# ---- hy_cnt_multi ----
Fig. 1: hy_cnt_multi, sequential cells colored by netlist name
The bar under the picture is 50 um long.
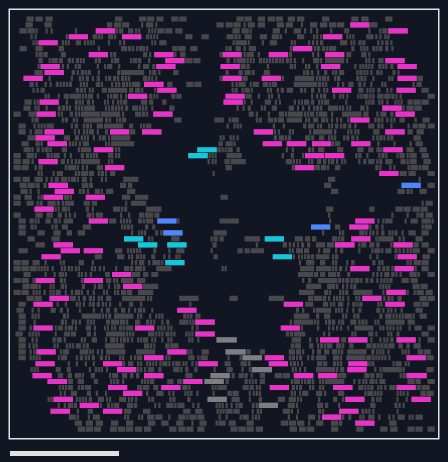

File: src/rtl/hy_cnt_multi.sv
`default_nettype none
// ============================================================================
// Module   : hy_cnt_multi
// Purpose  : Multi-channel down-counter timer sharing one prescaler. Each
//            channel runs one-shot or periodic auto-reload. Each channel has a
//            sticky expiry flag and a masked interrupt output.
// Revision : 1.0  initial release
// ============================================================================
// The combined interrupt output is named int_out because `int` is a reserved
// SystemVerilog keyword.
module hy_cnt_multi #(
   parameter int C_WIDTH     = 32,
   parameter int C_CHAN      = 4,
   parameter int C_PSC_WIDTH = 8
) (
   input  logic                        clk,
   input  logic                        rst_n,
   input  logic [C_PSC_WIDTH-1:0]      psc_in,
   input  logic [C_CHAN-1:0]           start,
   input  logic [C_CHAN-1:0]           stop,
   input  logic [C_CHAN-1:0]           mode,
   input  logic [C_CHAN*C_WIDTH-1:0]   cnt_in,
   input  logic [C_CHAN-1:0]           int_en,
   input  logic [C_CHAN-1:0]           int_clr,
   output logic [C_CHAN*C_WIDTH-1:0]   cnt_out,
   output logic [C_CHAN-1:0]           busy,
   output logic [C_CHAN-1:0]           int_sts,
   output logic                        int_out
);

   typedef enum logic [1:0] {
      S_IDLE = 2'd0,
      S_RUN  = 2'd1,
      S_DONE = 2'd2
   } state_t;

   logic [C_PSC_WIDTH-1:0] psc_cnt_q;
   logic [C_PSC_WIDTH-1:0] psc_cnt_d;
   logic                   any_run;
   logic                   tick;

   // Shared prescaler: counts only while some channel runs, so an idle block
   // always restarts its first period from a clean zero.
   always_comb begin
      any_run   = |busy;
      tick      = 1'b0;
      psc_cnt_d = '0;
      if (any_run) begin
         if (psc_cnt_q == psc_in) begin
            tick = 1'b1;
         end else begin
            psc_cnt_d = psc_cnt_q + C_PSC_WIDTH'(1);
         end
      end
   end

   // Prescaler register.
   always_ff @(posedge clk or negedge rst_n) begin
      if (!rst_n) begin
         psc_cnt_q <= '0;
      end else begin
         psc_cnt_q <= psc_cnt_d;
      end
   end

   generate
      for (genvar k = 0; k < C_CHAN; k++) begin : g_chan
         state_t             state_q;
         state_t             state_d;
         logic [C_WIDTH-1:0] cnt_q;
         logic [C_WIDTH-1:0] cnt_d;
         logic               sts_q;
         logic               sts_d;
         logic               expire;
         logic [C_WIDTH-1:0] load;

         // Channel next state: stop beats start, start beats tick; an
         // expiry set beats a same-cycle clear of the sticky flag.
         always_comb begin
            state_d = state_q;
            cnt_d   = cnt_q;
            sts_d   = sts_q;
            expire  = 1'b0;
            load    = cnt_in[k*C_WIDTH +: C_WIDTH];
            if (stop[k]) begin
               if (state_q == S_RUN) begin
                  state_d = S_IDLE;
               end
            end else if (start[k]) begin
               cnt_d   = load;
               state_d = S_RUN;
            end else if (tick && (state_q == S_RUN)) begin
               if (cnt_q != '0) begin
                  cnt_d = cnt_q - C_WIDTH'(1);
               end else begin
                  expire = 1'b1;
                  if (mode[k]) begin
                     cnt_d = load;
                  end else begin
                     state_d = S_DONE;
                  end
               end
            end
            if (expire) begin
               sts_d = 1'b1;
            end else if (int_clr[k]) begin
               sts_d = 1'b0;
            end
         end

         // Channel state, count and sticky status registers.
         always_ff @(posedge clk or negedge rst_n) begin
            if (!rst_n) begin
               state_q <= S_IDLE;
               cnt_q   <= '0;
               sts_q   <= 1'b0;
            end else begin
               state_q <= state_d;
               cnt_q   <= cnt_d;
               sts_q   <= sts_d;
            end
         end

         assign cnt_out[k*C_WIDTH +: C_WIDTH] = cnt_q;
         assign busy[k]                       = (state_q == S_RUN);
         assign int_sts[k]                    = sts_q;
      end
   endgenerate

   assign int_out = |(int_sts & int_en);

endmodule
`default_nettype wire

File: config.mk
export PLATFORM = sky130hd
export DESIGN_NAME = hy_cnt_multi
export DESIGN_NICKNAME = d
export VERILOG_FILES = /design/src/rtl/hy_cnt_multi.sv
export SDC_FILE = /design/constraint.sdc
export NUM_CORES = 1
export LEC_CHECK = 0
export ABC_AREA = 1
export ABC_CLOCK_PERIOD_IN_PS = 2000
export CORE_UTILIZATION = 30
export CTS_CLUSTER_SIZE = 24
export DETAILED_ROUTE_END_ITERATION = 12
export PLACE_DENSITY = 0.58
export SKIP_CTS_REPAIR_TIMING = 1
export SLEW_MARGIN = 20
export SYNTH_ARGS = -nofsm -noshare
export SYNTH_HDL_FRONTEND = slang
export SYNTH_SLANG_ARGS = --single-unit
File: constraint.sdc
create_clock -name clk -period 2 [get_ports clk]
set_input_delay 0.2 -clock clk [delete_from_list [all_inputs] [get_ports clk]]
set_output_delay 0.2 -clock clk [all_outputs]
set_load 0.03 [all_outputs]
# ---- int_mul_recon_flat ----
**src/rtl/int_div_pkg.sv**
```systemverilog
// int_div_pkg: constants and FSM state type shared by the integer divider
// and its inverse, the multiply-reconstruct block (int_mul_recon).
// Optional feature macro used by the consumers: INT_MUL_RECON_CHECK_EN.
package int_div_pkg;

    localparam int unsigned WIDTH_DEFAULT = 8;

    typedef logic [1:0] state_t;

    localparam state_t IDLE = 2'd0;
    localparam state_t RUN  = 2'd1;
    localparam state_t DONE = 2'd2;

endpackage

```
**src/rtl/int_mul_recon_if.sv**
```systemverilog
// int_mul_recon_if: request/result bundle for int_mul_recon.
// Macro INT_MUL_RECON_CHECK_EN adds the 'invalid' result flag.
interface int_mul_recon_if
    import int_div_pkg::*;
#(
    parameter int unsigned WIDTH = WIDTH_DEFAULT
) ();

    logic                 start;
    logic [WIDTH-1:0]     quotient;
    logic [WIDTH-1:0]     divisor;
    logic [WIDTH-1:0]     remainder;
    logic                 busy;
    logic                 done;
    logic [2*WIDTH-1:0]   product;
`ifdef INT_MUL_RECON_CHECK_EN
    logic                 invalid;

    modport master (
        output start, quotient, divisor, remainder,
        input  busy, done, product, invalid
    );

    modport slave (
        input  start, quotient, divisor, remainder,
        output busy, done, product, invalid
    );
`else

    modport master (
        output start, quotient, divisor, remainder,
        input  busy, done, product
    );

    modport slave (
        input  start, quotient, divisor, remainder,
        output busy, done, product
    );
`endif

endinterface

```
**src/rtl/int_mul_step.sv**
```systemverilog
// int_mul_step: one shift-add step of the multiply-reconstruct datapath.
// Adds the multiplicand shifted left by the step index when the quotient bit is set.
module int_mul_step
    import int_div_pkg::*;
#(
    parameter int unsigned WIDTH = WIDTH_DEFAULT,
    parameter int unsigned CW    = 3
) (
    input  logic [2*WIDTH-1:0] acc,
    input  logic [WIDTH-1:0]   mcand,
    input  logic               qbit,
    input  logic [CW-1:0]      index,
    output logic [2*WIDTH-1:0] acc_next
);

    logic [2*WIDTH-1:0] addend;

    // Conditional add of the weighted partial product
    always_comb begin
        addend   = {{WIDTH{1'b0}}, mcand} << index;
        acc_next = qbit ? (acc + addend) : acc;
    end

endmodule

```
**src/rtl/int_mul_recon.sv**
```systemverilog
// int_mul_recon: reconstructs a dividend as quotient*divisor+remainder using
// a WIDTH-cycle LSB-first shift-add loop (IDLE -> RUN x WIDTH -> DONE).
// Macro INT_MUL_RECON_CHECK_EN adds the registered 'invalid' operand flag.
module int_mul_recon
    import int_div_pkg::*;
#(
    parameter int unsigned WIDTH = WIDTH_DEFAULT
) (
    input  logic            clk,
    input  logic            rst,
    int_mul_recon_if.slave  bus
);

    localparam int unsigned CW   = (WIDTH > 1) ? $clog2(WIDTH) : 1;
    localparam int unsigned PW   = 2 * WIDTH;
    localparam logic [CW-1:0] LAST = CW'(WIDTH - 1);

    state_t            state;
    logic [WIDTH-1:0]  q_r;
    logic [WIDTH-1:0]  d_r;
    logic [PW-1:0]     acc;
    logic [PW-1:0]     acc_next;
    logic [PW-1:0]     prod_r;
    logic [CW-1:0]     cnt;

    int_mul_step #(
        .WIDTH (WIDTH),
        .CW    (CW)
    ) u_step (
        .acc      (acc),
        .mcand    (d_r),
        .qbit     (q_r[cnt]),
        .index    (cnt),
        .acc_next (acc_next)
    );

    // FSM, operand capture, accumulation and result register
    always_ff @(posedge clk) begin
        if (rst) begin
            state  <= IDLE;
            q_r    <= '0;
            d_r    <= '0;
            acc    <= '0;
            prod_r <= '0;
            cnt    <= '0;
        end else begin
            case (state)
                IDLE: begin
                    if (bus.start) begin
                        state <= RUN;
                        q_r   <= bus.quotient;
                        d_r   <= bus.divisor;
                        acc   <= {{WIDTH{1'b0}}, bus.remainder};
                        cnt   <= '0;
                    end
                end
                RUN: begin
                    acc <= acc_next;
                    cnt <= cnt + 1'b1;
                    if (cnt == LAST) begin
                        state  <= DONE;
                        prod_r <= acc_next;
                    end
                end
                DONE: begin
                    state <= IDLE;
                end
                default: begin
                    state <= IDLE;
                end
            endcase
        end
    end

`ifdef INT_MUL_RECON_CHECK_EN
    logic invalid_r;

    // Operand sanity flag, captured alongside the operands
    always_ff @(posedge clk) begin
        if (rst) begin
            invalid_r <= 1'b0;
        end else if (state == IDLE && bus.start) begin
            invalid_r <= (bus.remainder >= bus.divisor) || (bus.divisor == '0);
        end
    end

    assign bus.invalid = invalid_r;
`endif

    assign bus.busy    = (state == RUN) || (state == DONE);
    assign bus.done    = (state == DONE);
    assign bus.product = prod_r;

endmodule

```
**src/flat_wrapper.sv**
```systemverilog
// flat-port wrapper written by rule: the top's interface ports become plain ports
module int_mul_recon_flat import int_div_pkg::*;
#(
    parameter int unsigned WIDTH = WIDTH_DEFAULT
)
  (clk, rst, bus_start, bus_quotient, bus_divisor, bus_remainder, bus_busy, bus_done, bus_product);
  int_mul_recon_if #(.WIDTH(WIDTH)) bus_i ();
  input  logic clk;
  input  logic rst;
  input wire logic [$bits(bus_i.start)-1:0] bus_start;
  input wire logic [$bits(bus_i.quotient)-1:0] bus_quotient;
  input wire logic [$bits(bus_i.divisor)-1:0] bus_divisor;
  input wire logic [$bits(bus_i.remainder)-1:0] bus_remainder;
  output wire logic [$bits(bus_i.busy)-1:0] bus_busy;
  output wire logic [$bits(bus_i.done)-1:0] bus_done;
  output wire logic [$bits(bus_i.product)-1:0] bus_product;
  assign bus_i.start = bus_start;
  assign bus_i.quotient = bus_quotient;
  assign bus_i.divisor = bus_divisor;
  assign bus_i.remainder = bus_remainder;
  assign bus_busy = bus_i.busy;
  assign bus_done = bus_i.done;
  assign bus_product = bus_i.product;
  int_mul_recon #(.WIDTH(WIDTH)) u_core (.clk(clk), .rst(rst), .bus(bus_i));
endmodule
```
**config.mk**
```make
export PLATFORM = sky130hd
export DESIGN_NAME = int_mul_recon_flat
export DESIGN_NICKNAME = d
export VERILOG_FILES = /design/src/rtl/int_div_pkg.sv /design/src/rtl/int_mul_recon_if.sv /design/src/rtl/int_mul_step.sv /design/src/rtl/int_mul_recon.sv /design/src/flat_wrapper.sv
export SDC_FILE = /design/constraint.sdc
export NUM_CORES = 1
export LEC_CHECK = 0
export CAP_MARGIN = 10
export CORE_ASPECT_RATIO = 1.5
export CORE_MARGIN = 2
export CORE_UTILIZATION = 50
export DETAILED_ROUTE_END_ITERATION = 8
export GPL_TIMING_DRIVEN = 0
export PLACE_DENSITY_LB_ADDON = 0.1
export SLEW_MARGIN = 5
export SYNTH_ARGS = -nofsm -noshare
export SYNTH_HDL_FRONTEND = slang
export SYNTH_SLANG_ARGS = --single-unit
```
**constraint.sdc**
```tcl
create_clock -name clk -period 3.8 [get_ports clk]
set_input_delay 0.57 -clock clk [delete_from_list [all_inputs] [get_ports clk]]
set_output_delay 0.57 -clock clk [all_outputs]
set_load 0.02 [all_outputs]
```
# ---- uart_tx_arbiter ----
**config.mk**
```make
export PLATFORM = sky130hd
export DESIGN_NAME = uart_tx_arbiter
export DESIGN_NICKNAME = d
export VERILOG_FILES = /design/src/rtl/uart_tx_arbiter.sv
export SDC_FILE = /design/constraint.sdc
export NUM_CORES = 1
export LEC_CHECK = 0
export CAP_MARGIN = 20
export CORE_MARGIN = 4
export CORE_UTILIZATION = 39
export DETAILED_ROUTE_END_ITERATION = 8
export GPL_TIMING_DRIVEN = 1
export PLACE_DENSITY = 0.82
export SLEW_MARGIN = 0
export SYNTH_ARGS = -nofsm -noshare
export SYNTH_HDL_FRONTEND = slang
export SYNTH_SLANG_ARGS = --single-unit
```
**constraint.sdc**
```tcl
create_clock -name clk -period 2.4 [get_ports clk]
set_clock_uncertainty 0.2 [all_clocks]
set_input_delay 0.24 -clock clk [delete_from_list [all_inputs] [get_ports clk]]
set_output_delay 0.24 -clock clk [all_outputs]
set_load 0.01 [all_outputs]
```
**src/rtl/uart_tx_arbiter.sv**
```systemverilog
// Round-robin arbiter with packet locking in front of a single UART transmit channel.
// Define UART_TX_ARB_PRIO0_EN to give requester 0 absolute priority whenever no lock is held.
module uart_tx_arbiter #(
  parameter int NUM_REQ       = 4,
  parameter int DATA_W        = 8,
  parameter int START_TIMEOUT = 4
) (
  input  logic                       clk,
  input  logic                       rst_n,
  input  logic [NUM_REQ-1:0]         req_valid,
  input  logic [NUM_REQ*DATA_W-1:0]  req_data,
  input  logic [NUM_REQ-1:0]         req_last,
  output logic [NUM_REQ-1:0]         req_ready,
  output logic [DATA_W-1:0]          tx_data,
  output logic                       send,
  input  logic                       tx_data_ready,
  output logic [$clog2(NUM_REQ)-1:0] grant_id,
  output logic                       locked,
  output logic                       busy,
  output logic                       timeout_err
);

  // state      | meaning
  // IDLE       | arbitrate; issue send when the UART is idle and a requester is eligible
  // WAIT_START | send issued; wait for tx_data_ready to drop, bounded by START_TIMEOUT
  // WAIT_DONE  | UART transmitting; wait for tx_data_ready to return
  typedef enum logic [1:0] {IDLE, WAIT_START, WAIT_DONE} state_t;

  localparam int ID_W  = $clog2(NUM_REQ);
  localparam int CNT_W = $clog2(START_TIMEOUT + 1);
  localparam logic [ID_W:0]      NUM_REQ_W = (ID_W + 1)'(NUM_REQ);
  localparam logic [CNT_W-1:0]   CNT_LOAD  = CNT_W'(START_TIMEOUT - 1);
`ifdef UART_TX_ARB_PRIO0_EN
  localparam bit PRIO0_EN = 1'b1;
`else
  localparam bit PRIO0_EN = 1'b0;
`endif

  state_t              state, state_n;
  logic [ID_W-1:0]     rr_ptr, rr_ptr_n, grant_id_n;
  logic [CNT_W-1:0]    cnt, cnt_n;
  logic                locked_n, send_n, timeout_err_n;
  logic [NUM_REQ-1:0]  req_ready_n;
  logic [DATA_W-1:0]   tx_data_n;
  logic                pick_found;
  logic [ID_W-1:0]     pick_id;
  logic [ID_W:0]       cand;

  // Wrap by compare so non-power-of-two NUM_REQ works.
  function automatic logic [ID_W-1:0] next_id(input logic [ID_W-1:0] id);
    if ({1'b0, id} == NUM_REQ_W - 1'b1) return '0;
    else return id + 1'b1;
  endfunction

  // Descending scan so the requester closest to rr_ptr is written last and wins.
  always_comb begin
    pick_found = 1'b0;
    pick_id    = grant_id;
    cand       = '0;
    if (locked) begin
      pick_found = req_valid[grant_id];
    end else begin
      for (int i = NUM_REQ - 1; i >= 0; i--) begin
        cand = {1'b0, rr_ptr} + (ID_W + 1)'(i);
        if (cand >= NUM_REQ_W) cand = cand - NUM_REQ_W;
        if (req_valid[cand[ID_W-1:0]]) begin
          pick_found = 1'b1;
          pick_id    = cand[ID_W-1:0];
        end
      end
      if (PRIO0_EN && req_valid[0]) begin
        pick_found = 1'b1;
        pick_id    = '0;
      end
    end
  end

  always_comb begin
    state_n       = state;
    rr_ptr_n      = rr_ptr;
    cnt_n         = cnt;
    locked_n      = locked;
    grant_id_n    = grant_id;
    tx_data_n     = tx_data;
    send_n        = 1'b0;
    req_ready_n   = '0;
    timeout_err_n = 1'b0;
    case (state)
      IDLE: begin
        if (tx_data_ready && pick_found) begin
          send_n               = 1'b1;
          tx_data_n            = req_data[int'(pick_id)*DATA_W +: DATA_W];
          req_ready_n[pick_id] = 1'b1;
          grant_id_n           = pick_id;
          locked_n             = ~req_last[pick_id];
          if (req_last[pick_id] && !(PRIO0_EN && pick_id == '0))
            rr_ptr_n = next_id(pick_id);
          cnt_n                = CNT_LOAD;
          state_n              = WAIT_START;
        end
      end
      WAIT_START: begin
        if (!tx_data_ready) begin
          cnt_n   = '0;
          state_n = WAIT_DONE;
        end else if (cnt == '0) begin
          // Byte is dropped; release the channel so one stuck packet cannot hog it.
          timeout_err_n = 1'b1;
          locked_n      = 1'b0;
          if (!(PRIO0_EN && grant_id == '0)) rr_ptr_n = next_id(grant_id);
          state_n       = IDLE;
        end else begin
          cnt_n = cnt - 1'b1;
        end
      end
      WAIT_DONE: begin
        if (tx_data_ready) state_n = IDLE;
      end
      default: state_n = IDLE;
    endcase
  end

  always_ff @(posedge clk or negedge rst_n) begin
    if (!rst_n) begin
      state       <= IDLE;
      rr_ptr      <= '0;
      cnt         <= '0;
      locked      <= 1'b0;
      grant_id    <= '0;
      tx_data     <= '0;
      send        <= 1'b0;
      req_ready   <= '0;
      timeout_err <= 1'b0;
    end else begin
      state       <= state_n;
      rr_ptr      <= rr_ptr_n;
      cnt         <= cnt_n;
      locked      <= locked_n;
      grant_id    <= grant_id_n;
      tx_data     <= tx_data_n;
      send        <= send_n;
      req_ready   <= req_ready_n;
      timeout_err <= timeout_err_n;
    end
  end

  assign busy = (state != IDLE);

endmodule

```
Fig. 2: hy_cnt_multi, the metal 1 layer
The bar under the picture is 50 um long. Supply wires on this layer in gray.
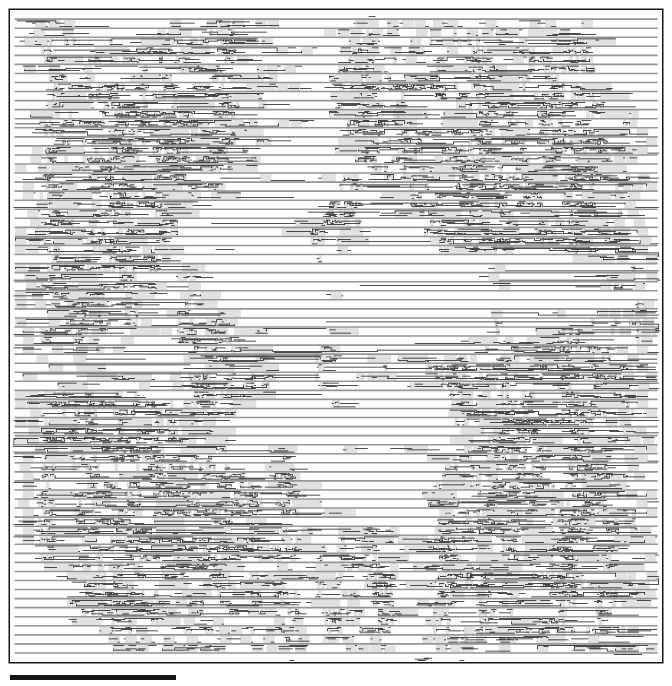
wire length on this layer = 18,600 um
longest straight run = 91.1 um
main direction = horizontal
share of all routed wire = 45%
nets with wire on the layer = 2,188

Notes on Fig. 1 above:
g_chan.sts_q -> blue  # sequential cells 4
g_chan.state_q -> cyan  # sequential cells 8
g_chan.cnt_q -> magenta  # sequential cells 128, where all over the die
not colored = 8

==> PnR_summary.wiki, hy_cnt_multi <==
== Implementation results ==
{| class="wikitable"
! Metric !! Value
|-
| Status || finished with violations
|-
| Failing checks || negative setup slack
|-
| Critical path launch point || psc_cnt_q[4]
|-
| Met2 capacity usage during global routing || 34.3%
|-
| Accumulated negative setup slack || -148 ps
|-
| Core Box Area || 0.0368 sq mm
|-
| Number of warnings issued by yosys || 0
|-
| Uppermost layer routed || met4
|-
| Share of cell area taken by flip-flops and latches || ~21%
|-
| Synth Area in Adders || 0.999%
|-
| Cell type with the highest occurrence count on the critical path || nand2_1
|-
| Floorplan core density || 30.6%
|-
| Type of element launching the critical path || flip-flop
|-
| Overall die height || slightly below 200 um
|-
| Area figure in the yosys stat output || 0.0113 sq mm
|-
| Synthesized area || 0.0113 sq mm
|-
| Number of sinks on the clock net || 148
|-
| Logic inverters || 141
|-
| Sequential element share of the synthesized area || 32.8%
|-
| Reg power frac || 27.6%
|-
| FF-to-FF Start || psc_cnt_q[4]
|-
| Part of the total power dissipated in combinational logic || 47.7%
|-
| Capturing element of the worst setup path || g_chan[1].cnt_q[10]
|-
| Setup Viol. Count Final || 12
|-
| Complex-gate fraction of the synthesized area || 5.06%
|-
| Insertion Delay late pin || 450 ps
|-
| Count of sequential standard cells || 148
|-
| Setup slack after layout || -20.7 ps
|-
| Max Buffers Root-to-Sink || 2
|-
| Multi-input combinational cell area || between 0.006 and 0.007 sq mm
|-
| WL met1 || approximately 19,000 um
|-
| CP Depth || 13
|-
| Endpoint of the lowest-slack register-to-register path || g_chan[1].cnt_q[10]
|-
| Max-slew violation count || 0
|-
| Routed WL per cell || 15.0 um
|-
| Share of post-route cells with drive strength above 1 || 14.6%
|-
| Pwr Total || roughly 14 mW
|-
| Design internal power || 8.58 mW
|-
| Combined flip-flop and latch cell area || about 0.0037 sq mm
|-
| Cell count after synthesis || 1,838
|-
| Fraction of area in multi-input gates || 40.5%
|-
| Vias per std cell || 4.71
|-
| Avg Cell Area, Syn || 6.13 sq um
|-
| Cell Type Count || 32
|-
| Largest class || logic gates
|-
| I/O pins || 295
|-
| Critical Path Max Stage Delay || 440 ps
|-
| Depth of the CTS H-tree || 4
|-
| Met3 Use GR || 3.87%
|-
| Amount of wire on met2 after detailed routing || 19,600 um
|-
| Met1 layer usage reported by global route || a little over a quarter
|-
| Final worst path period share || 101%
|-
| Clock tree from TritonCTS || built
|-
| Power consumed by combinational cells || 6.83 mW
|}
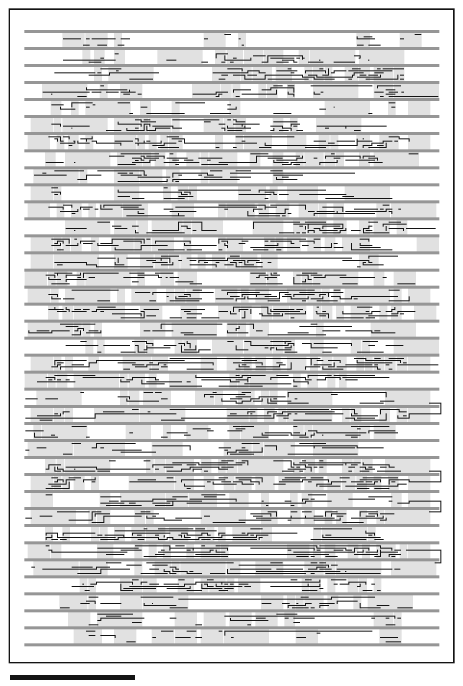
Fig. 3. The metal 1 layer (int_mul_recon_flat).
The bar under the picture is 20 um long. Supply wires on this layer in gray.
share of all routed wire = 41%
longest straight run = 27.1 um
main direction = horizontal
wire length on this layer = 3,580 um
nets with wire on the layer = 487
met1 layer usage reported by global route: 28.6%
final WL: 8740 um
total number of vias: 3,262

Fig. 4: int_mul_recon_flat, signal wires by layer
Only two layers are drawn.
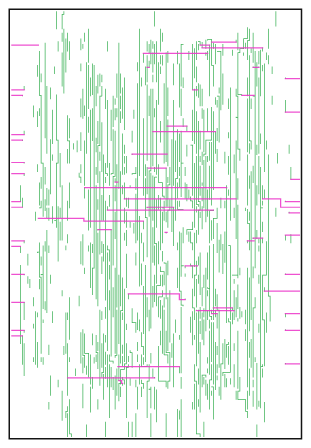
metal 3 -> magenta  # wire length 373 um
metal 2 -> green  # wire length 4,560 um

==> PnR_summary.wiki, int_mul_recon_flat <==
== Implementation results ==
{| class="wikitable"
! Metric !! Value
|-
| Buffer type at the clock tree root || clkbuf_8
|-
| Placed cells || 554
|-
| Row count || 36
|-
| Largest class || logic gates
|-
| Number of signal-net buffers in the layout || 70
|-
| Required time worst endpoint || 3990 ps
|-
| Worst hold slack || 457 ps
|-
| Routed WL per cell || 15.6 um
|-
| Met3 Use GR || around 2.8%
|-
| Initial detailed-routing violation count || 252
|-
| Critical Path Max Stage Delay || ~390 ps
|-
| Setup Viol. Count Final || 0
|-
| WL met1 || 3580 um
|-
| Accumulated negative setup slack || 0 ps
|-
| Core Box Area || 0.00649 sq mm
|-
| Biggest fanout along the worst timing path || 16
|-
| Wire length of the first global-routing pass || ~14,000 um
|-
| Final critical path time including I/O delays and setup || 3460 ps
|-
| Setup slack after layout || 337 ps
|-
| CP Depth || 13
|-
| Part of the total power dissipated in the clock network || 29.4%
|-
| Synth Area in Adders || 8.10%
|-
| Status || finished, final reports clean
|-
| Number of instances resized during post-cts repair || 0
|-
| Logic inverters || 14
|-
| FF-to-FF path depth || 13
|-
| Met2 capacity usage during global routing || 43.3%
|-
| Net Count, Synth || 482
|-
| Leading power group || sequential cells
|-
| Amount of wire on met2 after detailed routing || 4560 um
|-
| Post-CTS Setup Repair Bufs || 0
|-
| Slew of the pin with the lowest slew margin || 720 ps
|}
Fig. 5: uart_tx_arbiter, signal wires by layer
Only two layers are drawn.
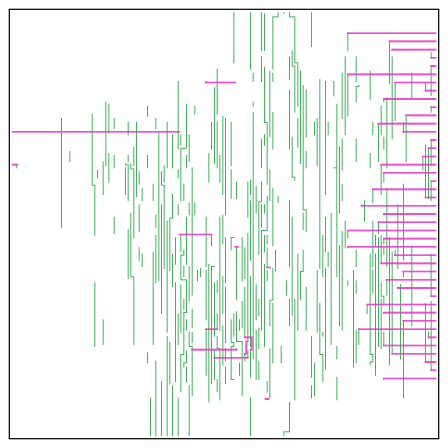
metal 2 -> green  # wire length 2,090 um
metal 3 -> magenta  # wire length 345 um
Routed WL per cell: 17.2 um
total routing resource utilization after global routing: 17.6%
total number of vias: 1,324
final WL: 4400 um

==> PnR_summary.wiki, uart_tx_arbiter <==
== Implementation results ==
{| class="wikitable"
! Metric !! Value
|-
| Area added between synthesis and finish || 57.1%
|-
| EDFF count, synth || 0
|-
| Bufs and invs on worst path || 0
|-
| Non-clock buffer share || approximately 31%
|-
| Core Box Area || approximately 0.0037 sq mm
|-
| Max cap viols || 0
|-
| Largest regs || tx_data x8, req_ready x4, cnt x3
|-
| Final worst path period share || 98.1%
|-
| Floorplan core density || between 40% and 50%
|-
| Fraction of area in multi-input gates || a little under two fifths
|-
| Number of nets with antenna violations after detailed routing || 0
|-
| Buffer type at the clock tree root || clkbuf_8
|-
| Status || finished, final reports clean
|-
| Sequential element share of the synthesized area || just under 40%
|-
| Share of post-route cells with drive strength above 1 || 26.0%
|-
| Clock buffer instance count of the final layout || 4
|-
| Number of global-route vias before repair || 1,323
|-
| Global routing's busiest layer || met2
|-
| Switching Share || 37.4%
|-
| Required time worst endpoint || approximately 2400 ps
|-
| Max frequency || approximately 420 MHz
|-
| Total power per unit cell area || around 1300 mW/mm^2
|-
| Number of buffers inserted during clock tree synthesis || 3
|-
| Chip Footprint || 0.00501 sq mm
|-
| Cell Type Count || 38
|-
| Most frequently placed logic cell in the final layout || clkdlybuf4s50_1
|-
| Setup slack after layout || roughly 45 ps
|-
| Post-synthesis simple-gate area fraction || 12.4%
|-
| Vias per std cell || 5.17
|-
| MUX share of area || 25.4%
|}


## Gallery

I/O nets highlighted.
panel A
The bar under the picture is 50 um long.
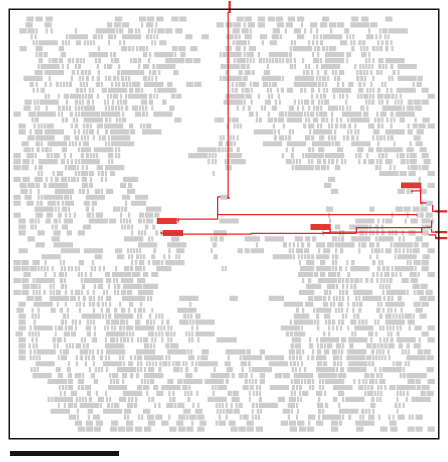
panel B
The bar under the picture is 20 um long.
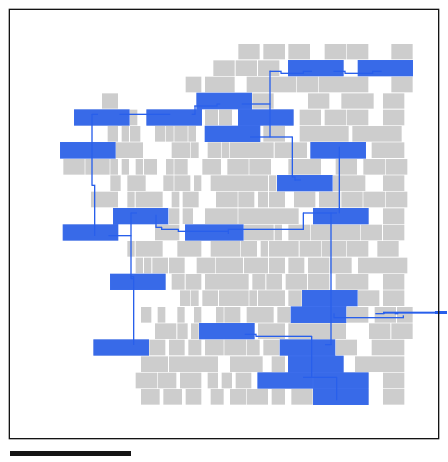
panel C
The bar under the picture is 20 um long.
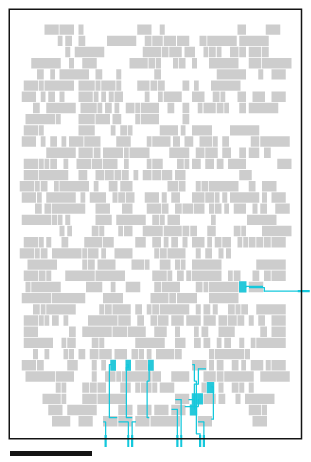
Of these, smallest die: panel B
- panel A = hy_cnt_multi
- panel C = int_mul_recon_flat
- panel B = uart_tx_arbiter

Key to panel A:
int_sts -> red  # direction output, edge 3 east, 1 north, end cells 4, buffers 4, wire 419 um

Power figures rest on the tool's default switching activity, not on a simulated workload.
